######## corefifo_ptr_sync_vdma_flat ########
**src/rtl/corefifo_vdma_pkg.sv**
```systemverilog
`default_nettype none
// ============================================================================
// Module      : corefifo_vdma_pkg
// Description : Shared constants and the width-masked gray-to-binary decoder
//               used by the VDMA FIFO pointer synchronisers.
// Revision    : 1.0 - initial release
// ============================================================================
package corefifo_vdma_pkg;

  localparam int MIN_STAGES = 2;
  localparam int MAX_STAGES = 8;
  localparam int MAX_CH     = 8;
  localparam int MAX_PTR_W  = 16;

  // Decode a gray value of 'width' bits held in the low end of a 16-bit word.
  // Bits above 'width' are masked off on the way in and on the way out, so
  // one function body serves every pointer width up to 16.
  function automatic logic [15:0] gray2bin(input logic [15:0] gray,
                                           input int unsigned width);
    logic [15:0] mask;
    logic [15:0] g;
    logic [15:0] b;
    mask  = (width >= 16) ? 16'hFFFF : 16'((32'd1 << width) - 32'd1);
    g     = gray & mask;
    b     = '0;
    b[15] = g[15];
    for (int k = 14; k >= 0; k--) begin
      b[k] = b[k+1] ^ g[k];
    end
    return b & mask;
  endfunction

endpackage
`default_nettype wire

```
**src/rtl/corefifo_ptr_sync_vdma_if.sv**
```systemverilog
`default_nettype none
// ============================================================================
// Module      : corefifo_ptr_sync_vdma_if
// Description : Pointer bus of the multi-channel synchroniser: packed gray
//               inputs, synchronised gray, decoded binary and change strobes.
// Revision    : 1.0 - initial release
// ============================================================================
interface corefifo_ptr_sync_vdma_if #(
  parameter int NUM_CH = 1,
  parameter int PTR_W  = 4
);

  logic [NUM_CH*PTR_W-1:0] inp;
  logic [NUM_CH*PTR_W-1:0] sync_out;
  logic [NUM_CH*PTR_W-1:0] bin_out;
  logic [NUM_CH-1:0]       chg;

  // Side that produces pointers and consumes the synchronised results
  modport master (output inp, input sync_out, input bin_out, input chg);

  // The synchroniser itself
  modport slave  (input inp, output sync_out, output bin_out, output chg);

endinterface
`default_nettype wire

```
**src/rtl/corefifo_ptr_sync_ch_vdma.sv**
```systemverilog
`default_nettype none
// ============================================================================
// Module      : corefifo_ptr_sync_ch_vdma
// Description : One channel of the pointer synchroniser: register chain,
//               optional stability filter, registered gray decode and a
//               change strobe that rises together with the new binary value.
// Revision    : 1.0 - initial release
// ============================================================================
module corefifo_ptr_sync_ch_vdma
  import corefifo_vdma_pkg::*;
#(
  parameter int NUM_STAGES = 2,
  parameter int PTR_W      = 4,
  parameter int FILTER     = 0
) (
  input  wire logic             clk,
  input  wire logic             rstn,
  input  wire logic             sclr,
  input  wire logic [PTR_W-1:0] inp,
  output logic      [PTR_W-1:0] sync_out,
  output logic      [PTR_W-1:0] bin_out,
  output logic                  chg
);

  // r_chain[0] is the capture stage, r_chain[NUM_STAGES-1] the oldest value
  logic [NUM_STAGES-1:0][PTR_W-1:0] r_chain;
  logic [PTR_W-1:0]                 w_sync;
  logic [PTR_W-1:0]                 w_bin;
  logic [PTR_W-1:0]                 r_bin;
  logic                             r_chg;

  // Capture the incoming gray pointer and shift it down the chain
  always_ff @(posedge clk or negedge rstn) begin
    if (!rstn) begin
      r_chain <= '0;
    end else if (sclr) begin
      r_chain <= '0;
    end else begin
      r_chain <= {r_chain[NUM_STAGES-2:0], inp};
    end
  end

  generate
    if (FILTER != 0) begin : g_filter
      logic [PTR_W-1:0] r_hold;

      // Accept the chain output only once the last two stages agree, so a
      // pointer caught mid-transition never reaches the decoder
      always_ff @(posedge clk or negedge rstn) begin
        if (!rstn) begin
          r_hold <= '0;
        end else if (sclr) begin
          r_hold <= '0;
        end else if (r_chain[NUM_STAGES-1] == r_chain[NUM_STAGES-2]) begin
          r_hold <= r_chain[NUM_STAGES-1];
        end
      end

      assign w_sync = r_hold;
    end else begin : g_nofilter
      // Last chain stage drives the output directly to keep legacy latency
      assign w_sync = r_chain[NUM_STAGES-1];
    end
  endgenerate

  assign w_bin = PTR_W'(gray2bin(16'(w_sync), PTR_W));

  // Register the decode and flag a change whenever the decode moves
  always_ff @(posedge clk or negedge rstn) begin
    if (!rstn) begin
      r_bin <= '0;
      r_chg <= 1'b0;
    end else if (sclr) begin
      r_bin <= '0;
      r_chg <= 1'b0;
    end else begin
      r_bin <= w_bin;
      r_chg <= (w_bin != r_bin);
    end
  end

  assign sync_out = w_sync;
  assign bin_out  = r_bin;
  assign chg      = r_chg;

endmodule
`default_nettype wire

```
**src/rtl/corefifo_ptr_sync_vdma.sv**
```systemverilog
`default_nettype none
// ============================================================================
// Module      : corefifo_ptr_sync_vdma
// Description : Multi-channel gray pointer synchroniser for the VDMA FIFOs.
//               Replicates the single-channel synchroniser NUM_CH times and
//               packs/unpacks the shared pointer buses.
// Revision    : 1.0 - initial release
// ============================================================================
module corefifo_ptr_sync_vdma
  import corefifo_vdma_pkg::*;
#(
  parameter int NUM_STAGES = 2,
  parameter int ADDRWIDTH  = 3,
  parameter int NUM_CH     = 1,
  parameter int FILTER     = 0
) (
  input  wire logic                 clk,
  input  wire logic                 rstn,
  input  wire logic                 sclr,
  corefifo_ptr_sync_vdma_if.slave   bus
);

  localparam int PTR_W = ADDRWIDTH + 1;

  // Reject configurations the channel logic was not built for
  generate
    if (NUM_STAGES < MIN_STAGES || NUM_STAGES > MAX_STAGES) begin : g_bad_stages
      $error("corefifo_ptr_sync_vdma: NUM_STAGES out of range 2..8");
    end
    if (ADDRWIDTH < 0 || PTR_W > MAX_PTR_W) begin : g_bad_addrwidth
      $error("corefifo_ptr_sync_vdma: ADDRWIDTH out of range 0..15");
    end
    if (NUM_CH < 1 || NUM_CH > MAX_CH) begin : g_bad_ch
      $error("corefifo_ptr_sync_vdma: NUM_CH out of range 1..8");
    end
    if (FILTER != 0 && FILTER != 1) begin : g_bad_filter
      $error("corefifo_ptr_sync_vdma: FILTER must be 0 or 1");
    end
  endgenerate

  logic [NUM_CH*PTR_W-1:0] w_inp;
  logic [NUM_CH*PTR_W-1:0] w_sync;
  logic [NUM_CH*PTR_W-1:0] w_bin;
  logic [NUM_CH-1:0]       w_chg;

  assign w_inp = bus.inp;

  generate
    for (genvar c = 0; c < NUM_CH; c++) begin : g_ch
      corefifo_ptr_sync_ch_vdma #(
        .NUM_STAGES (NUM_STAGES),
        .PTR_W      (PTR_W),
        .FILTER     (FILTER)
      ) u_ch (
        .clk      (clk),
        .rstn     (rstn),
        .sclr     (sclr),
        .inp      (w_inp[c*PTR_W +: PTR_W]),
        .sync_out (w_sync[c*PTR_W +: PTR_W]),
        .bin_out  (w_bin[c*PTR_W +: PTR_W]),
        .chg      (w_chg[c])
      );
    end
  endgenerate

  assign bus.sync_out = w_sync;
  assign bus.bin_out  = w_bin;
  assign bus.chg      = w_chg;

endmodule
`default_nettype wire

```
**src/flat_wrapper.sv**
```systemverilog
// flat-port wrapper written by rule: the top's interface ports become plain ports
module corefifo_ptr_sync_vdma_flat import corefifo_vdma_pkg::*;
#(
  parameter int NUM_STAGES = 2,
  parameter int ADDRWIDTH  = 3,
  parameter int NUM_CH     = 1,
  parameter int FILTER     = 0
)
  (clk, rstn, sclr, bus_inp, bus_sync_out, bus_bin_out, bus_chg);
  corefifo_ptr_sync_vdma_if #(.NUM_CH(NUM_CH), .PTR_W(((3) + 1))) bus_i ();
  input  wire logic clk;
  input  wire logic rstn;
  input  wire logic sclr;
  input wire logic [$bits(bus_i.inp)-1:0] bus_inp;
  output wire logic [$bits(bus_i.sync_out)-1:0] bus_sync_out;
  output wire logic [$bits(bus_i.bin_out)-1:0] bus_bin_out;
  output wire logic [$bits(bus_i.chg)-1:0] bus_chg;
  assign bus_i.inp = bus_inp;
  assign bus_sync_out = bus_i.sync_out;
  assign bus_bin_out = bus_i.bin_out;
  assign bus_chg = bus_i.chg;
  corefifo_ptr_sync_vdma #(.NUM_STAGES(NUM_STAGES), .ADDRWIDTH(ADDRWIDTH), .NUM_CH(NUM_CH), .FILTER(FILTER)) u_core (.clk(clk), .rstn(rstn), .sclr(sclr), .bus(bus_i));
endmodule
```
**config.mk**
```make
export PLATFORM = sky130hd
export DESIGN_NAME = corefifo_ptr_sync_vdma_flat
export DESIGN_NICKNAME = d
export VERILOG_FILES = /design/src/rtl/corefifo_vdma_pkg.sv /design/src/rtl/corefifo_ptr_sync_vdma_if.sv /design/src/rtl/corefifo_ptr_sync_ch_vdma.sv /design/src/rtl/corefifo_ptr_sync_vdma.sv /design/src/flat_wrapper.sv
export SDC_FILE = /design/constraint.sdc
export NUM_CORES = 1
export LEC_CHECK = 0
export CORE_AREA = 4 4 41 43
export CTS_CLUSTER_SIZE = 12
export DETAILED_ROUTE_END_ITERATION = 6
export DIE_AREA = 0 0 45 47
export PLACE_DENSITY = 0.68
export SLEW_MARGIN = 0
export SYNTH_ARGS = -nofsm -noshare
export SYNTH_HDL_FRONTEND = slang
export SYNTH_SLANG_ARGS = --single-unit
export TNS_END_PERCENT = 1
```
**constraint.sdc**
```tcl
create_clock -name clk -period 2.46 [get_ports clk]
set_input_delay 0.369 -clock clk [delete_from_list [all_inputs] [get_ports clk]]
set_output_delay 0.369 -clock clk [all_outputs]
set_load 0.02 [all_outputs]
```
corefifo_ptr_sync_vdma_flat, met1 routing:
Drawn at 6 px/um. Supply wires on this layer in gray.
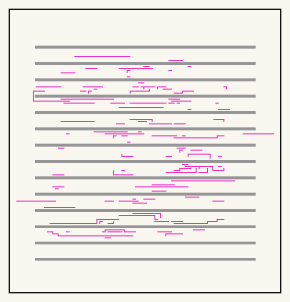
The wires run mostly horizontal. 49 nets have wire on it. The longest straight run is 12.4 um. The layer holds 41% of the routed length. The layer carries 314 um of wire.
vias: 336
met1 usage: 10.3%
final WL: 771 um

corefifo_ptr_sync_vdma_flat, clock wires, drivers and flops:
Drawn at 8 px/um.
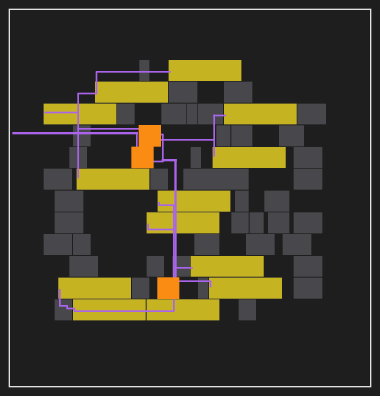
flip-flops: marked yellow, count 13. clock wires: marked purple, length 141 um. cells driving clock nets: marked orange, count 3.
There are 4 routed clock nets.
Layout Skew: 0.00233 ns
Clk power: 0.126 mW
latest clock arrival within the worst-skew pair: 0.27 ns
clock share of power: 29.4%

==> changes_impl.md <==
### Changed

- Total gr overflow: 0
- Initial detailed-routing violation count: 1
- Diodes inserted: 0
- Kind of critical path: register to primary output
- Yosys warns: 0
- Buffer-and-inverter tally for the worst setup path: 1
- Status: finished clean
- Initial antenna violation count: 0
- Final hold vios: 0
- Mean Syn Cell Area: 12.5 um2
- Largest cell class by area: registers
- CP Launch Type: register
- Inverter count: 0
- GR peak layer: met2
- Crit share post-route: 71.4%
- FP Util: 41.2%
stage by stage:
stage                     utilization, %  hold slack [ns]  power (mW)  setup WS, ns
after global placement              51.5            0.441       0.308         0.995
after global routing                53.6            0.481       0.450         0.637
final                               53.6            0.464       0.429         0.703
after detailed placement            51.5            0.449       0.309         0.953
after floorplan                        -           0.0734       0.277          1.05
after CTS                           53.6            0.469       0.436         0.692
final timing paths:
path | start | endpoint | slack, ns | cells past startpoint
worst min register to register | u_core.g_ch[0].u_ch.r_chain[1] | u_core.g_ch[0].u_ch.sync_out[1] | 0.47 | 1
worst max-delay path | u_core.g_ch[0].u_ch.sync_out[3] | bus_sync_out[3] | 0.70 | 1
worst max register to register | u_core.g_ch[0].u_ch.sync_out[3] | u_core.g_ch[0].u_ch.chg | 0.95 | 4
worst min-delay path | rstn | u_core.g_ch[0].u_ch.bin_out[1] | 0.46 | 1
max in group asynchronous | rstn | u_core.g_ch[0].u_ch.sync_out[3] | 1.62 | 1
min in group clk | u_core.g_ch[0].u_ch.r_chain[1] | u_core.g_ch[0].u_ch.sync_out[1] | 0.47 | 1

######## arith_cmd_issuer ########
arith_cmd_issuer, clock wires, drivers and flops:
Drawn at 3 px/um.
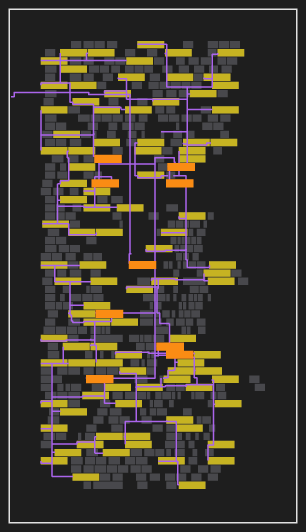
arith_cmd_issuer, local utilization:
Drawn at 3 px/um. The die is cut into 10 by 17 equal tiles; white is low, dark blue is high, 0 to 100% covered.
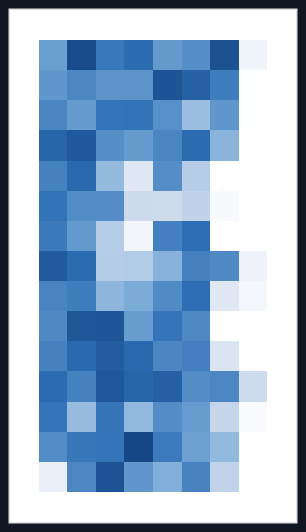
### src/rtl/arith_cmd_issuer.sv
// Command-side controller for the signed arithmetic unit: issues one op, waits for the result flag, holds the response.
// Divide-by-zero is screened before issue; the wait is bounded by TIMEOUT_CYCLES; successful deliveries are counted.
module arith_cmd_issuer #(
   parameter int IN_DATA_WIDTH  = 16,
   parameter int OUT_DATA_WIDTH = 2*IN_DATA_WIDTH,
   parameter int TIMEOUT_CYCLES = 15
) (
   input  logic                      CLK,
   input  logic                      RST,
   input  logic                      cmd_valid,
   output logic                      cmd_ready,
   input  logic [1:0]                cmd_op,
   input  logic [IN_DATA_WIDTH-1:0]  cmd_a,
   input  logic [IN_DATA_WIDTH-1:0]  cmd_b,
   output logic [IN_DATA_WIDTH-1:0]  A,
   output logic [IN_DATA_WIDTH-1:0]  B,
   output logic                      Arith_Enable,
   output logic [1:0]                Arith_FUN_SEL,
   input  logic [OUT_DATA_WIDTH-1:0] Arith_OUT,
   input  logic                      Arith_Flag,
   input  logic                      Carry_OUT,
   output logic                      rsp_valid,
   input  logic                      rsp_ready,
   output logic [OUT_DATA_WIDTH-1:0] rsp_data,
   output logic                      rsp_carry,
   output logic                      rsp_err,
   output logic [15:0]               ops_count
);

   localparam logic [1:0] IDLE  = 2'd0;
   localparam logic [1:0] ISSUE = 2'd1;
   localparam logic [1:0] WAIT  = 2'd2;
   localparam logic [1:0] RESP  = 2'd3;

   localparam logic [1:0] OP_DIV = 2'b11;
   localparam logic [7:0] TMO    = 8'(TIMEOUT_CYCLES);

   logic [1:0] state;
   logic [7:0] timer;
   logic       div_zero;

   always_ff @(posedge CLK or negedge RST) begin
      if (!RST) begin
         state         <= IDLE;
         timer         <= '0;
         div_zero      <= 1'b0;
         A             <= '0;
         B             <= '0;
         Arith_FUN_SEL <= '0;
         Arith_Enable  <= 1'b0;
         rsp_data      <= '0;
         rsp_carry     <= 1'b0;
         rsp_err       <= 1'b0;
         ops_count     <= '0;
      end else begin
         Arith_Enable <= 1'b0;
         case (state)
            IDLE: begin
               if (cmd_valid) begin
                  A             <= cmd_a;
                  B             <= cmd_b;
                  Arith_FUN_SEL <= cmd_op;
                  div_zero      <= (cmd_op == OP_DIV) && (cmd_b == '0);
                  state         <= ISSUE;
               end
            end
            ISSUE: begin
               timer <= '0;
               // A screened divide still spends this cycle here, so its error lands one cycle after accept
               if (div_zero) begin
                  rsp_data  <= '0;
                  rsp_carry <= 1'b0;
                  rsp_err   <= 1'b1;
                  state     <= RESP;
               end else begin
                  Arith_Enable <= 1'b1;
                  state        <= WAIT;
               end
            end
            WAIT: begin
               if (Arith_Flag) begin
                  rsp_data  <= Arith_OUT;
                  rsp_carry <= Carry_OUT;
                  rsp_err   <= 1'b0;
                  state     <= RESP;
               end else if (timer == TMO) begin
                  rsp_data  <= '0;
                  rsp_carry <= 1'b0;
                  rsp_err   <= 1'b1;
                  state     <= RESP;
               end else begin
                  timer <= timer + 8'd1;
               end
            end
            RESP: begin
               if (rsp_ready) begin
                  state <= IDLE;
                  if (!rsp_err) ops_count <= ops_count + 16'd1;
               end
            end
            default: state <= IDLE;
         endcase
      end
   end

   assign cmd_ready = (state == IDLE);
   assign rsp_valid = (state == RESP);

endmodule

### config.mk
export PLATFORM = sky130hd
export DESIGN_NAME = arith_cmd_issuer
export DESIGN_NICKNAME = d
export VERILOG_FILES = /design/src/rtl/arith_cmd_issuer.sv
export SDC_FILE = /design/constraint.sdc
export NUM_CORES = 1
export LEC_CHECK = 0
export CAP_MARGIN = 20
export CORE_ASPECT_RATIO = 2
export CORE_MARGIN = 10
export CORE_UTILIZATION = 35
export CTS_BUF_LIST = sky130_fd_sc_hd__clkbuf_16
export CTS_CLUSTER_SIZE = 24
export DETAILED_ROUTE_END_ITERATION = 6
export GPL_TIMING_DRIVEN = 0
export MAX_ROUTING_LAYER = met4
export PLACE_DENSITY = 0.74
export SLEW_MARGIN = 10
export SYNTH_ARGS = -nofsm -noshare
export SYNTH_HDL_FRONTEND = slang
export SYNTH_SLANG_ARGS = --single-unit
export TNS_END_PERCENT = 5
### constraint.sdc
create_clock -name CLK -period 3.7 [get_ports CLK]
set_input_delay 0.37 -clock CLK [delete_from_list [all_inputs] [get_ports CLK]]
set_output_delay 0.37 -clock CLK [all_outputs]
set_load 0.005 [all_outputs]
==> changes_impl.md <==
### Changed

- Crit path launch: state[1]
- Status: finished clean
- Clock share of power: 19.7%
- Ys flops: 96
- Clock Sinks: 96
- Distinct lib cells: 39
- Worst setup endpoint: rsp_data[30]
- Max Clock Freq: 442 MHz
- Vias: 3064
- EDFF count, synth: 0
- Clk power: 0.915 mW
- Kind of critical path: register to register
- Cell area power density: 767 nW/um2
- Initial antenna violation count: 0
- GR peak layer: met2
- Crit share post-route: 61.2%
- Register area share after synthesis: 60.5%
About 'clock wires, drivers and flops' of arith_cmd_issuer:
flip-flops: marked yellow, count 96. clock wires: marked purple, length 1230 um. cells driving clock nets: marked orange, count 9.
There are 10 routed clock nets.

About 'local utilization' of arith_cmd_issuer:
The emptiest ninth of the die: right middle. The densest ninth of the die: bottom middle. The mean over all tiles is 36%. 37% of the tiles are nearly empty.
core area: 11200 um2
Post-Route Utilization: 54.0%
FP Util: 35.4%

[area by class of cell]
| class | count | area share (%) |
|---|---|---|
| sequential | 96 | 39.7 |
| timing repair buffer | 160 | 26.7 |
| clock buffer | 9 | 3.72 |
| clock inverter | 7 | 1.07 |
| tap | 142 | 2.93 |
| buffer | 14 | 1.40 |
| multi-input combinational | 178 | 24.0 |
| inverter | 8 | 0.496 |
[through the flow]
step | hold slack (ns) | utilization, %
after CTS | 0.489 | 54.0
after global placement | 0.466 | 51.1
after floorplan | 0.0744 | -
after detailed placement | 0.352 | 51.3
final | 0.477 | 54.0
after global routing | 0.517 | 54.0
[cells by family after synthesis]
logic type,after synthesis,synth area share (%)
fa+ha+maj,7,2.20
xor+xnor,15,3.31
mux,37,10.4
simple gates,64,9.17
buf+inv,22,2.90
compound gates,55,11.5
flops,96,60.5
[worst max-delay path, delay by kind of cell (launching register included)]
family	cells	cell delay, ns
and+or+nand+nor	2	0.51
AOI/OAI and AO/OA	1	0.22
buffers and inverters	3	0.77
DFF	1	0.42
adders and majority gates	1	0.28
[repair_timing]
action,4_1_cts,5_1_grt
endpoints found under the hold margin,24,0
resized,0,0
setup endpoints to repair,0,0
hold buffers,1,0

######## knap_enum ########
knap_enum, local utilization:
Drawn at 4 px/um. The die is cut into 8 by 6 equal tiles; white is low, dark blue is high, 0 to 100% covered.
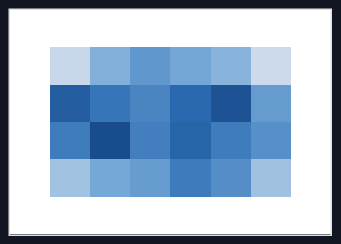
knap_enum, clock routing:
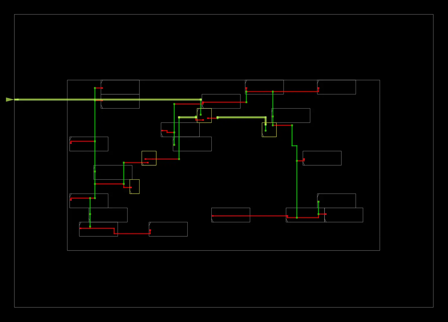
File: src/rtl/knap_enum.sv
// Exhaustive selection-vector enumerator for the knapsack feasibility checker.
// It walks sel = 0..2^N-1, buffers each feasible vector in a one-entry register and counts the hits.
module knap_enum #(
  parameter int N = 5
) (
  input  logic         clk,
  input  logic         rst,
  input  logic         start,
  output logic         busy,
  output logic         done,
  output logic [N-1:0] sel,
  input  logic         chk_valid,
  output logic         sol_valid,
  input  logic         sol_ready,
  output logic [N-1:0] sol_data,
  output logic [N:0]   sol_count
);

  typedef enum logic [1:0] {IDLE, SCAN, DRAIN, DONE} state_t;

  localparam logic [N-1:0] CNT_MAX = '1;

  state_t       state;
  state_t       state_next;
  logic [N-1:0] cnt;
  logic [N-1:0] cnt_next;
  logic [N:0]   count_next;
  logic         load;
  logic         pop;
  logic         can_load;
  logic         stall;

  // A feasible candidate that cannot be buffered freezes the scan until the register drains.
  always_comb begin
    state_next = state;
    cnt_next   = cnt;
    count_next = sol_count;
    load       = 1'b0;
    pop        = sol_valid && sol_ready;
    can_load   = !sol_valid || sol_ready;
    stall      = chk_valid && !can_load;
    case (state)
      IDLE: begin
        if (start) begin
          cnt_next   = '0;
          count_next = '0;
          state_next = SCAN;
        end
      end
      SCAN: begin
        if (!stall) begin
          if (chk_valid) begin
            load       = 1'b1;
            count_next = sol_count + (N+1)'(1);
          end
          if (cnt == CNT_MAX) begin
            state_next = DRAIN;
          end else begin
            cnt_next = cnt + 1'b1;
          end
        end
      end
      DRAIN: begin
        if (can_load) begin
          state_next = DONE;
        end
      end
      DONE: begin
        state_next = IDLE;
      end
      default: begin
        state_next = IDLE;
      end
    endcase
  end

  assign sel  = (state == SCAN) ? cnt : '0;
  assign busy = (state == SCAN) || (state == DRAIN);
  assign done = (state == DONE);

  // A simultaneous pop and load keeps sol_valid high with the new vector.
  always_ff @(posedge clk) begin
    if (rst) begin
      state     <= IDLE;
      cnt       <= '0;
      sol_count <= '0;
      sol_valid <= 1'b0;
      sol_data  <= '0;
    end else begin
      state     <= state_next;
      cnt       <= cnt_next;
      sol_count <= count_next;
      if (load) begin
        sol_valid <= 1'b1;
        sol_data  <= cnt;
      end else if (pop) begin
        sol_valid <= 1'b0;
      end
    end
  end

endmodule

File: config.mk
export PLATFORM = sky130hd
export DESIGN_NAME = knap_enum
export DESIGN_NICKNAME = d
export VERILOG_FILES = /design/src/rtl/knap_enum.sv
export SDC_FILE = /design/constraint.sdc
export NUM_CORES = 1
export LEC_CHECK = 0
export CORE_ASPECT_RATIO = 0.6
export CORE_MARGIN = 10
export CORE_UTILIZATION = 48
export CTS_CLUSTER_SIZE = 12
export DETAILED_ROUTE_END_ITERATION = 8
export PLACE_DENSITY_LB_ADDON = 0.3
export SLEW_MARGIN = 25
export SYNTH_ARGS = -nofsm -noshare
export SYNTH_HDL_FRONTEND = slang
export SYNTH_SLANG_ARGS = --single-unit
File: constraint.sdc
create_clock -name clk -period 2.4 [get_ports clk]
set_input_delay 0.72 -clock clk [delete_from_list [all_inputs] [get_ports clk]]
set_output_delay 0.72 -clock clk [all_outputs]
set_load 0.05 [all_outputs]
==> changes_impl.md <==
### Changed

- Min cycle time layout: 2.26 ns
- Die span in y: 56.1 um
- Fraction of area in registers: 27.6%
- Initial antenna violation count: 0
- CP Launch Type: register
- Cell taking the most area after synthesis: dfxtp_1
- Setup violations, final: 0
- Initial detailed-routing violation count: 62
- Storage cell area: 380 um2
- Post-Synth Adder-Cell Area: 8.40%
- Post-detailed-route count of antenna-violating nets: 0
- Syn Nets: 132
- Mean Syn Cell Area: 8.69 um2
- FP Util: 53.4%
- # clk buffers: 3
- CP top delay family: buffers and inverters
- Drt pass-1 iters: 4
- Clock Sinks: 19
- Placed insts: 169
- Max Clock Freq: 442 MHz
- Critical-path top delay cell: clkdlybuf4s50_1
- Clk cell area share: 2.00%
- WHS Path Cells: 2
- Max FO, Critical Path: 5
- Unrepaired setup endpoints after global routing: no
- Combinational share of cell area: 44.1%
- Ys flops: 19
- Critical R2R Capture: cnt[2]
- Status: finished clean
Notes on 'local utilization' of knap_enum above:
The fullest tile reaches 89%. 10% of the tiles are over 75% full. The mean over all tiles is 30%. The densest ninth of the die: middle.

Notes on 'clock routing' of knap_enum above:
Clk power: 0.164 mW
seq_cells: 19

[power breakdown]
group / switching, mW / internal, mW
combinational: 0.374 / 0.224
clock: 0.102 / 0.0621
sequential: 0.0348 / 0.346
[layer usage]
layer | track usage (%) | up-vias
met4 | 0.743 | 0
li1 | - | 476
met3 | 5.31 | 0
met5 | 0 | -
met1 | 12.5 | 429
met2 | 18.5 | 29
[cells in the mapped netlist, types with 4 or more instances]
library cell  number
nand2_1            5
inv_1              6
mux2i_1            6
and2_1             9
nand4_1            4
ha_1               7
nand3_1            4
a21oi_1            7
nor2_1            12
dfxtp_1           19
o21ai_0            6
[worst register-to-register path: cells and delay by family (launching register included)]
| family | cells | cell delay (ns) |
|---|---|---|
| compound gates | 1 | 0.15 |
| fa+ha+maj | 1 | 0.27 |
| buf+inv | 2 | 0.28 |
| flops | 1 | 0.41 |
| simple gates | 3 | 0.77 |
[how the worst max path moves through the flow]
stage / startpoint / end / depth (start not counted)
floorplan: state[1] / sel[0] / 4
global placement: sol_ready / sol_data[0] / 5
detailed placement: sol_ready / sol_data[0] / 5
CTS: state[1] / sel[1] / 4
global route: sol_count[3] / sol_count[3] / 1
finish: sol_count[0] / sol_count[0] / 1

######## lfsr16 ########
lfsr16, met3 routing:
Drawn at 8 px/um. Cells faint in the background.
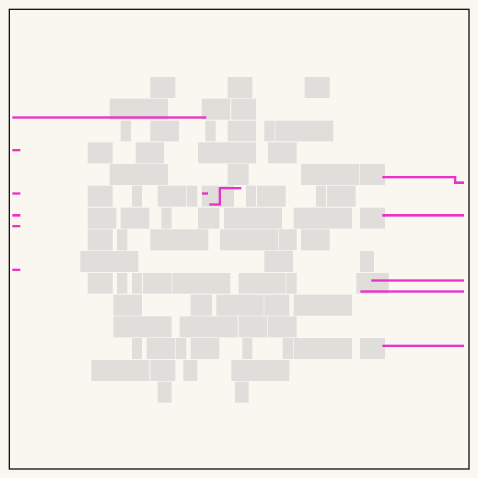
lfsr16, clock wires, drivers and flops:
Drawn at 6 px/um.
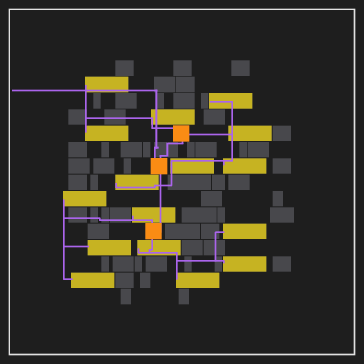
--- config.mk ---
export PLATFORM = sky130hd
export DESIGN_NAME = lfsr16
export DESIGN_NICKNAME = d
export VERILOG_FILES = /design/src/rtl/test_pattern_gen_pkg.sv /design/src/rtl/lfsr16.sv
export SDC_FILE = /design/constraint.sdc
export NUM_CORES = 1
export LEC_CHECK = 0
export CORE_MARGIN = 8
export CORE_UTILIZATION = 37
export DETAILED_ROUTE_END_ITERATION = 12
export GPL_TIMING_DRIVEN = 0
export PLACE_DENSITY_LB_ADDON = 0.2
export SYNTH_ARGS = -nofsm -noshare
export SYNTH_HDL_FRONTEND = slang
export SYNTH_SLANG_ARGS = --single-unit
--- constraint.sdc ---
create_clock -name clk -period 1.4 [get_ports clk]
set_input_delay 0.14 -clock clk [delete_from_list [all_inputs] [get_ports clk]]
set_output_delay 0.14 -clock clk [all_outputs]
set_load 0.05 [all_outputs]
--- src/rtl/test_pattern_gen_pkg.sv ---
// Shared definitions for the test pattern generator.
// Holds the datastream word-type codes, the pattern mode codes, the FSM state
// encoding and the LFSR seed and step function used by lfsr16.
package test_pattern_gen_pkg;

  // Datastream word types; DTYPE_IDLE is what dtypeo shows when dvo is low.
  localparam int DTYPE_WIDTH = 3;
  localparam logic [DTYPE_WIDTH-1:0] DTYPE_IDLE        = 3'd0;
  localparam logic [DTYPE_WIDTH-1:0] DTYPE_FRAME_START = 3'd1;
  localparam logic [DTYPE_WIDTH-1:0] DTYPE_ROW_START   = 3'd2;
  localparam logic [DTYPE_WIDTH-1:0] DTYPE_PIXEL       = 3'd3;
  localparam logic [DTYPE_WIDTH-1:0] DTYPE_ROW_END     = 3'd4;
  localparam logic [DTYPE_WIDTH-1:0] DTYPE_FRAME_END   = 3'd5;

  // Pattern select codes; codes 5..7 fall back to the constant pattern.
  localparam logic [2:0] TP_MODE_CONST   = 3'd0;
  localparam logic [2:0] TP_MODE_HRAMP   = 3'd1;
  localparam logic [2:0] TP_MODE_VRAMP   = 3'd2;
  localparam logic [2:0] TP_MODE_CHECKER = 3'd3;
  localparam logic [2:0] TP_MODE_LFSR    = 3'd4;

  localparam logic [15:0] LFSR_SEED = 16'hACE1;

  typedef enum logic [2:0] {
    ST_IDLE   = 3'd0,
    ST_FSTART = 3'd1,
    ST_RSTART = 3'd2,
    ST_PIX    = 3'd3,
    ST_REND   = 3'd4,
    ST_HBLANK = 3'd5,
    ST_FEND   = 3'd6,
    ST_VBLANK = 3'd7
  } tp_state_e;

  // One step of the 16-bit Fibonacci LFSR with taps 16,14,13,11 (right shift).
  function automatic logic [15:0] lfsr16_next(input logic [15:0] s);
    logic fb;
    fb = s[0] ^ s[2] ^ s[3] ^ s[5];
    return {fb, s[15:1]};
  endfunction

endpackage

--- src/rtl/lfsr16.sv ---
// 16-bit Fibonacci LFSR used for the pseudo-random test pattern.
// Ports: clk, reset (sync, active-high), seed_load (reload seed, wins over
// advance), advance (step once), q (current register value).
module lfsr16
  import test_pattern_gen_pkg::*;
(
  input  logic        clk,
  input  logic        reset,
  input  logic        seed_load,
  input  logic        advance,
  output logic [15:0] q
);

  logic [15:0] lfsr_d;
  logic [15:0] lfsr_q;

  // Next-value selection: reload, step, or hold.
  always_comb begin
    lfsr_d = lfsr_q;
    if (seed_load) begin
      lfsr_d = LFSR_SEED;
    end else if (advance) begin
      lfsr_d = lfsr16_next(lfsr_q);
    end else begin
      lfsr_d = lfsr_q;
    end
  end

  // LFSR state register.
  always_ff @(posedge clk) begin
    if (reset) begin
      lfsr_q <= LFSR_SEED;
    end else begin
      lfsr_q <= lfsr_d;
    end
  end

  assign q = lfsr_q;

endmodule

==> changes_impl.md <==
### Changed

- Status: finished clean
- Non-Filler Instances: 94
- Buffer-and-inverter tally for the worst setup path: 1
- Largest net degree at the start of global routing: 11
- Yosys chip area: 631 um2
- Min-delay src: advance
- Layout Nets: 83
- Max incr delay on CP: 0.54 ns
- Crit. End Element: primary output
- Max-slew violations: 0
- Setup violations, final: 0
- GR peak layer: met2
- Mean Syn Cell Area: 11.3 um2
- Design Area, Final: 820 um2
- Critical R2R Capture: q[15]
- Design Power: 0.853 mW
- Max Used Layer: met4
- Worst path depth: 1
- Hold Crit Class: input pin to register
- Drt wl/cell: 12.6 um
- Drt pass-1 iters: 2
- Crit path launch: q[8]
- Wl on met1: 595 um
- Vias per cell: 4.70
- Most common logic cells in the final layout: 16 x dfxtp_1, 15 x mux2i_1, 12 x dlygate4sd2_1
- Total track usage: 7.84%
- R2R cell count: 3
- Post_cts resized: 18
- Layout cell share with drive strength beyond 1: 16.9%
- Distinct lib cells: 12
## Picture notes: 'met3 routing' of lfsr16
The longest straight run is 23.9 um. 12 nets have wire on it.
GR Layer Usage met3: 3.81%
final WL: 1.18 mm
vias: 442

## Picture notes: 'clock wires, drivers and flops' of lfsr16
flip-flops: marked yellow, count 16. cells driving clock nets: marked orange, count 3. clock wires: marked purple, length 197 um.
There are 4 routed clock nets.
clock share of power: 27.3%
Layout Skew: 0.00142 ns
latest clock arrival within the worst-skew pair: 0.27 ns
Clk power: 0.233 mW

==> Yosys cell counts <==
cell     count  area, um2
mux2i_1     15        150
buf_12       1       20.0
nand2_1      7       26.3
dfxtp_1     16        320
buf_6        1       11.3
xnor2_2      2       32.5
nor2_1       9       33.8
xnor2_1      1       8.76
nor3_2       1       10.0
buf_2        1       5.00
a31oi_1      1       6.26
or2_0        1       6.26
==> power by group <==
| part | switching [mW] | internal (mW) |
|---|---|---|
| Sequential | 0.0114 | 0.470 |
| Combinational | 0.0883 | 0.0506 |
| Clock | 0.134 | 0.0996 |
==> cells by family after synthesis <==
kind of cell	Yosys count	synth area share [%]
simple gates	18	12.1
flops	16	50.8
mux	15	23.8
xor+xnor	3	6.55
buf+inv	3	5.75
compound gates	1	0.993
==> final cells by class <==
type | count | area, um2
clock buffer | 3 | 22.5
sequential | 16 | 320
tap | 17 | 21.3
multi-input combinational | 37 | 274
timing repair buffer | 18 | 145
buffer | 3 | 36.3
fill | 168 | 851
==> stage by stage <==
step	utilization, %	hold slack, ns
floorplan	-	0.306
global placement	49.8	0.468
detailed placement	49.8	0.475
CTS	50.1	0.184
global route	49.1	0.186
finish	49.1	0.186

######## fifo_rd_stream_flat ########
fifo_rd_stream_flat, met1 routing:
Drawn at 4 px/um. Supply wires on this layer in gray.
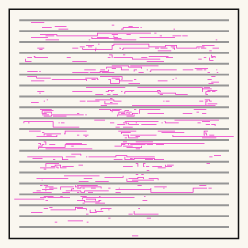
<file path="src/rtl/fifo_rd_stream_if.sv">
// Signal bundle between the synchronous FIFO's read port and the stream consumer.
// The master modport is the adapter's view; slave is the FIFO/consumer side.
interface fifo_rd_stream_if #(
   parameter int WIDTH = 8
);
   logic             fifo_empty;
   logic [WIDTH-1:0] fifo_data;
   logic             fifo_rd_en;
   logic             m_valid;
   logic [WIDTH-1:0] m_data;
   logic             m_ready;

   modport master (
      input  fifo_empty,
      input  fifo_data,
      input  m_ready,
      output fifo_rd_en,
      output m_valid,
      output m_data
   );

   modport slave (
      output fifo_empty,
      output fifo_data,
      output m_ready,
      input  fifo_rd_en,
      input  m_valid,
      input  m_data
   );
endinterface

</file>
<file path="src/rtl/fifo_rd_stream.sv">
// FIFO read-side adapter: hides the FIFO's 1-cycle read latency behind a small
// prefetch buffer. Optional transfer counter enabled by FIFO_RD_STREAM_CNT_EN.
module fifo_rd_stream #(
   parameter int WIDTH = 8,
   parameter int DEPTH = 3,
   parameter int PW    = 2
) (
   input  logic               clk,
   input  logic               rst_n,
`ifdef FIFO_RD_STREAM_CNT_EN
   output logic [15:0]        xfer_cnt,
`endif
   fifo_rd_stream_if.master   bus
);

   localparam int            OW       = $clog2(DEPTH + 1);
   localparam int            LAST_I   = DEPTH - 1;
   localparam logic [PW-1:0] LAST     = LAST_I[PW-1:0];
   localparam logic [PW-1:0] PTR_ONE  = 1;
   localparam logic [OW-1:0] OCC_ONE  = 1;
   localparam logic [OW:0]   DEPTH_W  = DEPTH[OW:0];

   logic [OW-1:0]    occ;
   logic [OW-1:0]    occ_nxt;
   logic             rd_pend;
   logic [PW-1:0]    wr_ptr;
   logic [PW-1:0]    rd_ptr;
   logic [WIDTH-1:0] mem [DEPTH];
   logic [OW:0]      inflight;
   logic             rd_en;
   logic             push;
   logic             pop;
   logic             valid;

   function automatic logic [PW-1:0] ptr_inc(input logic [PW-1:0] p);
      return (p == LAST) ? '0 : p + PTR_ONE;
   endfunction

   // Reads are issued only when a slot is guaranteed for the word, counting the
   // one already in flight, so the buffer can never overflow.
   always_comb begin
      inflight = {1'b0, occ} + {{OW{1'b0}}, rd_pend};
      rd_en    = rst_n && !bus.fifo_empty && (inflight < DEPTH_W);
      valid    = (occ != '0);
      push     = rd_pend;
      pop      = valid && bus.m_ready;
      occ_nxt  = occ;
      if (push && !pop) begin
         occ_nxt = occ + OCC_ONE;
      end else if (!push && pop) begin
         occ_nxt = occ - OCC_ONE;
      end
   end

   assign bus.fifo_rd_en = rd_en;
   assign bus.m_valid    = valid;
   assign bus.m_data     = valid ? mem[rd_ptr] : '0;

   always_ff @(posedge clk) begin
      if (!rst_n) begin
         occ     <= '0;
         rd_pend <= 1'b0;
         wr_ptr  <= '0;
         rd_ptr  <= '0;
      end else begin
         occ     <= occ_nxt;
         rd_pend <= rd_en;
         if (push) begin
            wr_ptr <= ptr_inc(wr_ptr);
         end
         if (pop) begin
            rd_ptr <= ptr_inc(rd_ptr);
         end
      end
   end

   // Buffer storage is deliberately left unreset; a read landing during reset is dropped.
   always_ff @(posedge clk) begin
      if (rst_n && push) begin
         mem[wr_ptr] <= bus.fifo_data;
      end
   end

`ifdef FIFO_RD_STREAM_CNT_EN
   always_ff @(posedge clk) begin
      if (!rst_n) begin
         xfer_cnt <= '0;
      end else if (pop && (xfer_cnt != 16'hFFFF)) begin
         xfer_cnt <= xfer_cnt + 16'd1;
      end
   end
`endif

endmodule

</file>
<file path="src/flat_wrapper.sv">
// flat-port wrapper written by rule: the top's interface ports become plain ports
module fifo_rd_stream_flat 
#(
   parameter int WIDTH = 8,
   parameter int DEPTH = 3,
   parameter int PW    = 2
)
  (clk, rst_n, bus_fifo_empty, bus_fifo_data, bus_m_ready, bus_fifo_rd_en, bus_m_valid, bus_m_data);
  fifo_rd_stream_if #(.WIDTH(WIDTH)) bus_i ();
  input  logic clk;
  input  logic rst_n;
  input wire logic [$bits(bus_i.fifo_empty)-1:0] bus_fifo_empty;
  input wire logic [$bits(bus_i.fifo_data)-1:0] bus_fifo_data;
  input wire logic [$bits(bus_i.m_ready)-1:0] bus_m_ready;
  output wire logic [$bits(bus_i.fifo_rd_en)-1:0] bus_fifo_rd_en;
  output wire logic [$bits(bus_i.m_valid)-1:0] bus_m_valid;
  output wire logic [$bits(bus_i.m_data)-1:0] bus_m_data;
  assign bus_i.fifo_empty = bus_fifo_empty;
  assign bus_i.fifo_data = bus_fifo_data;
  assign bus_i.m_ready = bus_m_ready;
  assign bus_fifo_rd_en = bus_i.fifo_rd_en;
  assign bus_m_valid = bus_i.m_valid;
  assign bus_m_data = bus_i.m_data;
  fifo_rd_stream #(.WIDTH(WIDTH), .DEPTH(DEPTH), .PW(PW)) u_core (.clk(clk), .rst_n(rst_n), .bus(bus_i));
endmodule
</file>
<file path="config.mk">
export PLATFORM = sky130hd
export DESIGN_NAME = fifo_rd_stream_flat
export DESIGN_NICKNAME = d
export VERILOG_FILES = /design/src/rtl/fifo_rd_stream_if.sv /design/src/rtl/fifo_rd_stream.sv /design/src/flat_wrapper.sv
export SDC_FILE = /design/constraint.sdc
export NUM_CORES = 1
export LEC_CHECK = 0
export ABC_AREA = 1
export CORE_MARGIN = 2
export CORE_UTILIZATION = 50
export DETAILED_ROUTE_END_ITERATION = 12
export GPL_TIMING_DRIVEN = 0
export PLACE_DENSITY = 0.75
export RECOVER_POWER = 25
export SLEW_MARGIN = 20
export SYNTH_ARGS = -nofsm -noshare
export SYNTH_HDL_FRONTEND = slang
export SYNTH_SLANG_ARGS = --single-unit
</file>
<file path="constraint.sdc">
create_clock -name clk -period 2.9 [get_ports clk]
set_input_delay 0.435 -clock clk [delete_from_list [all_inputs] [get_ports clk]]
set_output_delay 0.435 -clock clk [all_outputs]
set_load 0.005 [all_outputs]
</file>
==> changes_impl.md <==
### Changed

- Area leader share: 51.4%
- Switching part of the total: 29.9%
- Design Area, Final: 1710 um2
- Cell taking the most area after synthesis: edfxtp_1
- Hold buffers post-CTS: 0
- Hold Path Sink: u_core.wr_ptr[0]
- Syn Nets: 152
- Post-Synth Adder-Cell Area: 2.68%
- R2R cell count: 2
- Clk slew on worst S/H paths: 0.09 ns
- Top cells, area: edfxtp_1 51%, dfxtp_1 13%, inv_1 9.4%
- Distinct lib cells: 20
- Crit. End Element: primary output
- Reg power frac: 51.2%
- Wl on met1: 990 um
- Total Negative Setup Slacks: 0 ns
- Largest cell class by area: registers
- Min cycle time layout: 2.44 ns
- Status: finished clean
## Picture notes: 'met1 routing' of fifo_rd_stream_flat
165 nets have wire on it. The longest straight run is 20.7 um. The layer holds 42% of the routed length. The wires run mostly horizontal.
final WL: 2.35 mm
vias: 964

[registers in the layout, indices dropped and copies added (netlist names), named ones only]
signal,count
u_core.occ,2
u_core.wr_ptr,2
u_core.push,1
u_core.rd_ptr,2
u_core.mem,24
[cells in the final DEF (no fill, tap or decap), drive strengths merged]
master / Yosys / final
clkbuf: 0 / 5
nand3: 1 / 1
nor3: 2 / 2
dfxtp: 9 / 9
dlygate4sd3: 0 / 6
o22ai: 2 / 2
nor2: 11 / 11
clkinv: 1 / 3
inv: 35 / 35
edfxtp: 24 / 24
clkdlybuf4s50: 0 / 15
clkinvlp: 0 / 1
nand2: 15 / 15
nand4: 1 / 1
a21oi: 9 / 9
ha: 3 / 3
o21ai: 19 / 19
buf: 2 / 2
or2: 1 / 1
a21boi: 2 / 2
[critical path, cell delays in order (launching register included)]
cell	delay, ns
dfxtp_1	0.38
ha_1	0.21
ha_1	0.17
nor3_1	0.19
a21boi_0	0.20
clkdlybuf4s50_1	0.52

######## move_sched ########
move_sched, port wiring:
Drawn at 6 px/um.
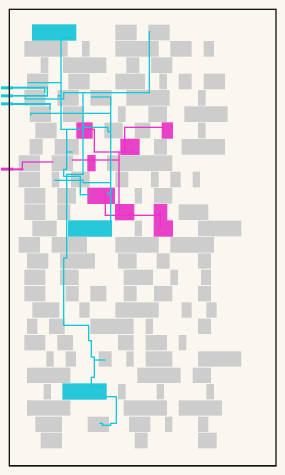
move_sched, clock routing:
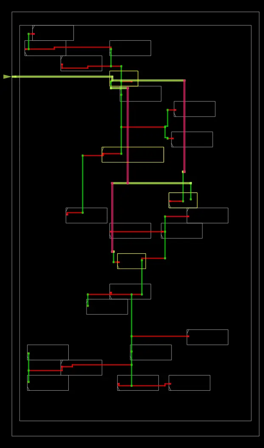
$ cat src/rtl/move_sched.sv
// -----------------------------------------------------------------------------
// move_sched: sequencer/arbiter in front of the move checker.
//
// Collects block-appear, gravity-tick and user-move requests, chooses one at a
// time by fixed priority (appear > gravity > user), starts the checker with the
// chosen move code, waits for its verdict and turns that verdict into a single
// result: commit (apply the move), lock (block landed) or game-over (spawn is
// blocked). A checker that never answers is abandoned after TIMEOUT_CYC cycles.
//
// Ports:
//   clk_i           system clock
//   rst_n_i         synchronous active-low reset
//   appear_req_i    pulse: new block placed, check its spawn position
//   gravity_tick_i  pulse: periodic fall step (issued as MOVE_DOWN)
//   user_valid_i    user move request valid
//   user_move_i     user move code (left/right/down/rotate)
//   user_ready_o    user request accepted when valid && ready
//   chk_run_o       one-cycle start pulse to the checker
//   chk_move_o      move code to the checker, held until the next selection
//   chk_done_i      checker done pulse
//   chk_can_move_i  checker verdict, valid with done
//   commit_o        pulse: apply commit_move_o
//   commit_move_o   move code being committed
//   lock_o          pulse: downward move rejected, block landed
//   game_over_o     sticky: spawn check rejected; only reset clears it
//   timeout_o       pulse: checker did not answer in time
//   busy_o          sequencer is not idle
//
// Optional build macro MOVE_SCHED_STATS_EN adds saturating 16-bit counters:
//   stat_commit_o   number of commits
//   stat_reject_o   number of can=0 verdicts
//   stat_timeout_o  number of timeouts
// -----------------------------------------------------------------------------

`ifndef MOVE_LEFT
`define MOVE_LEFT   3'd1
`endif
`ifndef MOVE_RIGHT
`define MOVE_RIGHT  3'd2
`endif
`ifndef MOVE_ROTATE
`define MOVE_ROTATE 3'd3
`endif
`ifndef MOVE_DOWN
`define MOVE_DOWN   3'd4
`endif
`ifndef MOVE_APPEAR
`define MOVE_APPEAR 3'd5
`endif

module move_sched #(
    parameter int TIMEOUT_CYC = 32,
    parameter int TIMEOUT_W   = 6
) (
    input  logic        clk_i,
    input  logic        rst_n_i,
    input  logic        appear_req_i,
    input  logic        gravity_tick_i,
    input  logic        user_valid_i,
    input  logic [2:0]  user_move_i,
    output logic        user_ready_o,
    output logic        chk_run_o,
    output logic [2:0]  chk_move_o,
    input  logic        chk_done_i,
    input  logic        chk_can_move_i,
    output logic        commit_o,
    output logic [2:0]  commit_move_o,
    output logic        lock_o,
    output logic        game_over_o,
    output logic        timeout_o,
`ifdef MOVE_SCHED_STATS_EN
    output logic [15:0] stat_commit_o,
    output logic [15:0] stat_reject_o,
    output logic [15:0] stat_timeout_o,
`endif
    output logic        busy_o
);

    typedef enum logic [1:0] {
        S_IDLE,
        S_RUN,
        S_WAIT,
        S_RESULT
    } state_t;

    // What the RESULT cycle has to announce.
    typedef enum logic [2:0] {
        R_NONE,
        R_COMMIT,
        R_LOCK,
        R_OVER,
        R_DROP,
        R_TIMEOUT
    } result_t;

    localparam logic [TIMEOUT_W-1:0] WAIT_LIMIT = TIMEOUT_W'(TIMEOUT_CYC - 1);

    state_t               state_q, state_d;
    result_t              res_q, res_d;
    logic [TIMEOUT_W-1:0] cnt_q;
    logic [2:0]           move_q;
    logic [2:0]           commit_move_q;
    logic                 appear_pend_q;
    logic                 grav_pend_q;
    logic                 game_over_q;

    logic                 appear_any;
    logic                 grav_any;
    logic                 sel;
    logic                 sel_appear;
    logic                 sel_grav;
    logic [2:0]           sel_code;
    logic                 over_set;

    // A request counts as present if it is pending or arriving this cycle.
    assign appear_any = appear_pend_q | appear_req_i;
    assign grav_any   = grav_pend_q | gravity_tick_i;

    assign user_ready_o = (state_q == S_IDLE) && !game_over_q && !appear_any && !grav_any;

    // -------------------------------------------------------------------------
    // Next-state / selection logic
    // -------------------------------------------------------------------------
    always_comb begin
        // NOTE: every signal gets a default before the case so no path leaves
        // one unassigned, which would otherwise infer a latch.
        state_d    = state_q;
        res_d      = res_q;
        sel        = 1'b0;
        sel_appear = 1'b0;
        sel_grav   = 1'b0;
        sel_code   = move_q;

        case (state_q)
            S_IDLE: begin
                if (!game_over_q) begin
                    if (appear_any) begin
                        sel        = 1'b1;
                        sel_appear = 1'b1;
                        sel_code   = `MOVE_APPEAR;
                    end else if (grav_any) begin
                        sel      = 1'b1;
                        sel_grav = 1'b1;
                        sel_code = `MOVE_DOWN;
                    end else if (user_valid_i) begin
                        sel      = 1'b1;
                        sel_code = user_move_i;
                    end
                end
                if (sel) begin
                    state_d = S_RUN;
                end
            end

            S_RUN: begin
                state_d = S_WAIT;
            end

            S_WAIT: begin
                // Done takes precedence over the timeout limit in the same cycle.
                if (chk_done_i) begin
                    state_d = S_RESULT;
                    if (chk_can_move_i) begin
                        res_d = R_COMMIT;
                    end else if (move_q == `MOVE_DOWN) begin
                        res_d = R_LOCK;
                    end else if (move_q == `MOVE_APPEAR) begin
                        res_d = R_OVER;
                    end else begin
                        res_d = R_DROP;
                    end
                end else if (cnt_q == WAIT_LIMIT) begin
                    state_d = S_RESULT;
                    res_d   = R_TIMEOUT;
                end
            end

            S_RESULT: begin
                state_d = S_IDLE;
                res_d   = R_NONE;
            end

            default: begin
                state_d = S_IDLE;
                res_d   = R_NONE;
            end
        endcase
    end

    // Game-over becomes visible together with the RESULT cycle.
    assign over_set = (state_q == S_WAIT) && (state_d == S_RESULT) && (res_d == R_OVER);

    // -------------------------------------------------------------------------
    // State register
    // -------------------------------------------------------------------------
    always_ff @(posedge clk_i) begin
        // NOTE: sequential state uses non-blocking assignments so every register
        // samples the pre-edge values regardless of statement order.
        if (!rst_n_i) begin
            state_q <= S_IDLE;
        end else begin
            state_q <= state_d;
        end
    end

    // -------------------------------------------------------------------------
    // Datapath registers
    // -------------------------------------------------------------------------
    always_ff @(posedge clk_i) begin
        if (!rst_n_i) begin
            res_q         <= R_NONE;
            cnt_q         <= '0;
            move_q        <= 3'd0;
            commit_move_q <= 3'd0;
            appear_pend_q <= 1'b0;
            grav_pend_q   <= 1'b0;
            game_over_q   <= 1'b0;
        end else begin
            res_q <= res_d;

            // Counter is zero on WAIT entry and advances once per WAIT cycle.
            if (state_q == S_WAIT) begin
                cnt_q <= cnt_q + 1'b1;
            end else begin
                cnt_q <= '0;
            end

            if (sel) begin
                move_q <= sel_code;
            end

            if ((state_q == S_WAIT) && chk_done_i && chk_can_move_i) begin
                commit_move_q <= move_q;
            end

            if (over_set) begin
                game_over_q <= 1'b1;
            end

            // Repeated pulses simply re-set an already-set flag (merged).
            if (game_over_q || over_set) begin
                appear_pend_q <= 1'b0;
                grav_pend_q   <= 1'b0;
            end else begin
                appear_pend_q <= appear_any & ~sel_appear;
                grav_pend_q   <= grav_any & ~sel_grav;
            end
        end
    end

    // -------------------------------------------------------------------------
    // Outputs
    // -------------------------------------------------------------------------
    assign chk_run_o     = (state_q == S_RUN);
    assign chk_move_o    = move_q;
    assign commit_o      = (state_q == S_RESULT) && (res_q == R_COMMIT);
    assign commit_move_o = commit_move_q;
    assign lock_o        = (state_q == S_RESULT) && (res_q == R_LOCK);
    assign timeout_o     = (state_q == S_RESULT) && (res_q == R_TIMEOUT);
    assign game_over_o   = game_over_q;
    assign busy_o        = (state_q != S_IDLE);

`ifdef MOVE_SCHED_STATS_EN
    logic        reject_ev;
    logic [15:0] stat_commit_q;
    logic [15:0] stat_reject_q;
    logic [15:0] stat_timeout_q;

    assign reject_ev = (state_q == S_RESULT) &&
                       ((res_q == R_LOCK) || (res_q == R_OVER) || (res_q == R_DROP));

    always_ff @(posedge clk_i) begin
        if (!rst_n_i) begin
            stat_commit_q  <= 16'd0;
            stat_reject_q  <= 16'd0;
            stat_timeout_q <= 16'd0;
        end else begin
            if (commit_o && (stat_commit_q != 16'hFFFF)) begin
                stat_commit_q <= stat_commit_q + 16'd1;
            end
            if (reject_ev && (stat_reject_q != 16'hFFFF)) begin
                stat_reject_q <= stat_reject_q + 16'd1;
            end
            if (timeout_o && (stat_timeout_q != 16'hFFFF)) begin
                stat_timeout_q <= stat_timeout_q + 16'd1;
            end
        end
    end

    assign stat_commit_o  = stat_commit_q;
    assign stat_reject_o  = stat_reject_q;
    assign stat_timeout_o = stat_timeout_q;
`endif

endmodule
$ cat config.mk
export PLATFORM = sky130hd
export DESIGN_NAME = move_sched
export DESIGN_NICKNAME = d
export VERILOG_FILES = /design/src/rtl/move_sched.sv
export SDC_FILE = /design/constraint.sdc
export NUM_CORES = 1
export LEC_CHECK = 0
export ABC_AREA = 0
export CELL_PAD_IN_SITES_DETAIL_PLACEMENT = 2
export CELL_PAD_IN_SITES_GLOBAL_PLACEMENT = 2
export CORE_ASPECT_RATIO = 1.75
export CORE_UTILIZATION = 31
export DETAILED_ROUTE_END_ITERATION = 8
export PLACE_DENSITY = 0.91
export SYNTH_ARGS = -nofsm -noshare
export SYNTH_HDL_FRONTEND = slang
export SYNTH_SLANG_ARGS = --single-unit
$ cat constraint.sdc
create_clock -name clk_i -period 3 [get_ports clk_i]
set_clock_uncertainty 0.2 [all_clocks]
set_input_delay 0.3 -clock clk_i [delete_from_list [all_inputs] [get_ports clk_i]]
set_output_delay 0.3 -clock clk_i [all_outputs]
set_load 0.02 [all_outputs]
==> changes_impl.md <==
### Changed

- Status: finished clean
- Total gr overflow: 0
- I/O pins: 23
- Worst Slack Setup Final: 0.336 ns
- Tool warning count: 26
- Commonest cells post-synth: 20 x dfxtp_1, 12 x nor2_1, 6 x nand2_1
- Non-CTS buffers: 22
- Yosys warns: 0
- Full die area: 3350 um2
- CP Cell Sequence: clkdlybuf4s50_1 > or4_4 > nor3_4 > clkdlybuf4s50_1
- Asr flop ratio synth: 0%
- Max Cap Viol: 0
- Seq. pwr: 0.305 mW
- DRC Markers: 0
- Design Power: 0.707 mW
- CP Launch Type: input pin
- Final WL: 2.82 mm
- Max-slew violations: 0
- Drt wl/cell: 18.4 um
- Crit share post-route: 88.8%
- Design Area, Final: 1270 um2
- Reg power frac: 43.2%
- Non-clock buffers, area share: 17.4%
- Distinct lib cells: 44
Notes on 'port wiring' of move_sched above:
chk_move_o: marked cyan, direction output, end cells 3, buffers 3, wire 222 um. chk_done_i: marked magenta, direction input, end cells 8, buffers 1, wire 65.0 um.

Notes on 'clock routing' of move_sched above:
Clk power: 0.277 mW
seq_cells: 20
latest clock arrival within the worst-skew pair: 0.27 ns

-- final timing paths --
check	to	depth (start not counted)	startpoint	slack [ns]
setup / recovery	user_ready_o	4	gravity_tick_i	0.34
hold / removal	cnt_q[0]	1	cnt_q[0]	0.28
setup reg to reg	res_q[1]	4	cnt_q[0]	1.24
hold reg to reg	cnt_q[0]	1	cnt_q[0]	0.28
-- cell families (layout without fill, tap and decap cells) --
kind of cell               after synthesis  after routing  synth area share, %
adders and majority gates                1              1                 1.30
and+or+nand+nor                         46             46                 30.2
AOI/OAI and AO/OA                       22             22                 17.1
DFF                                     20             20                 41.5
muxes                                    3              3                 3.11
xor gates and xnor gates                 3              3                 2.72
buffers and inverters                    8             30                 4.14
-- metal layers --
metal	routed length [um]	track usage, %	up-vias	share of wire [%]
li1	-	-	424	-
met1	1030	18.3	435	37
met2	1650	37.7	18	58
met3	94	4.27	6	3.3
met4	45	8.08	0	1.6
met5	0	0	-	0
-- flip-flops by register name, indices dropped and copies added, names as in the netlist --
register and count:
appear_pend_q 1, chk_move_o 3, cnt_q 6, commit_move_o 3, game_over_o 1, grav_pend_q 1, res_q 3, state_q 2


==> layout pictures side by side <==
Met3 routing.
shot_01.png
Drawn at 4 px/um. Cells faint in the background.
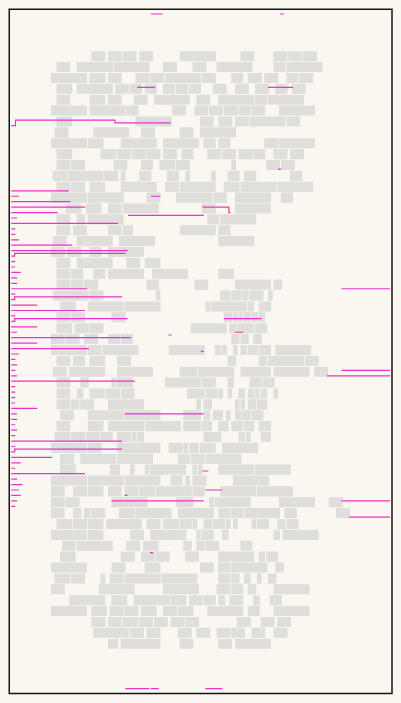
shot_02.png
Drawn at 6 px/um. Cells faint in the background.
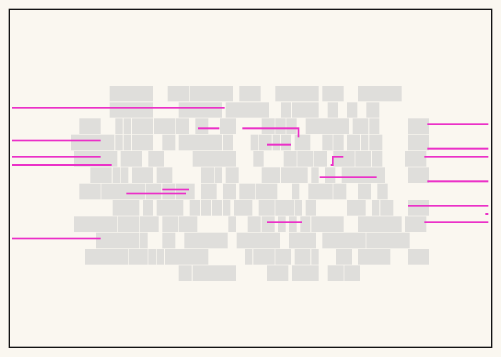
shot_03.png
Drawn at 10 px/um. Cells faint in the background.
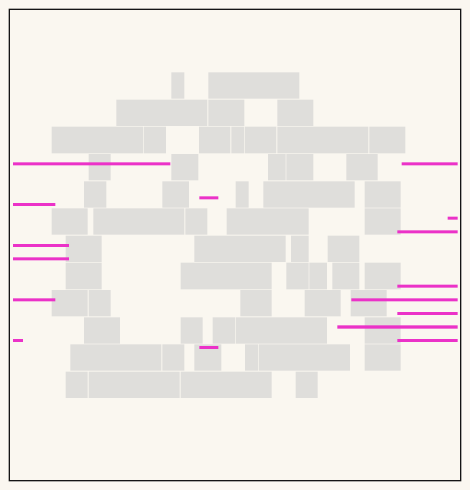
shot_04.png
Drawn at 8 px/um. Cells faint in the background.
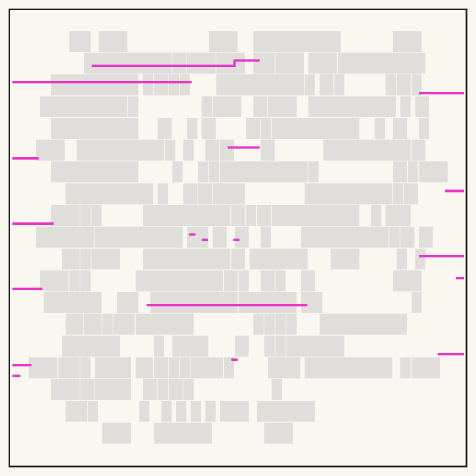
shot_05.png
Drawn at 8 px/um. Cells faint in the background.
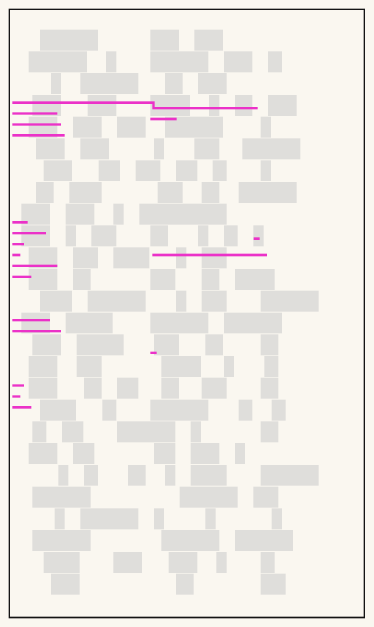
- shot_01.png = arith_cmd_issuer
- shot_05.png = move_sched
- shot_02.png = knap_enum
- shot_03.png = corefifo_ptr_sync_vdma_flat
- shot_04.png = fifo_rd_stream_flat
- smallest die: shot_03.png
- largest die: shot_01.png

No activity file was given, so power comes from the tool's default toggle rates.
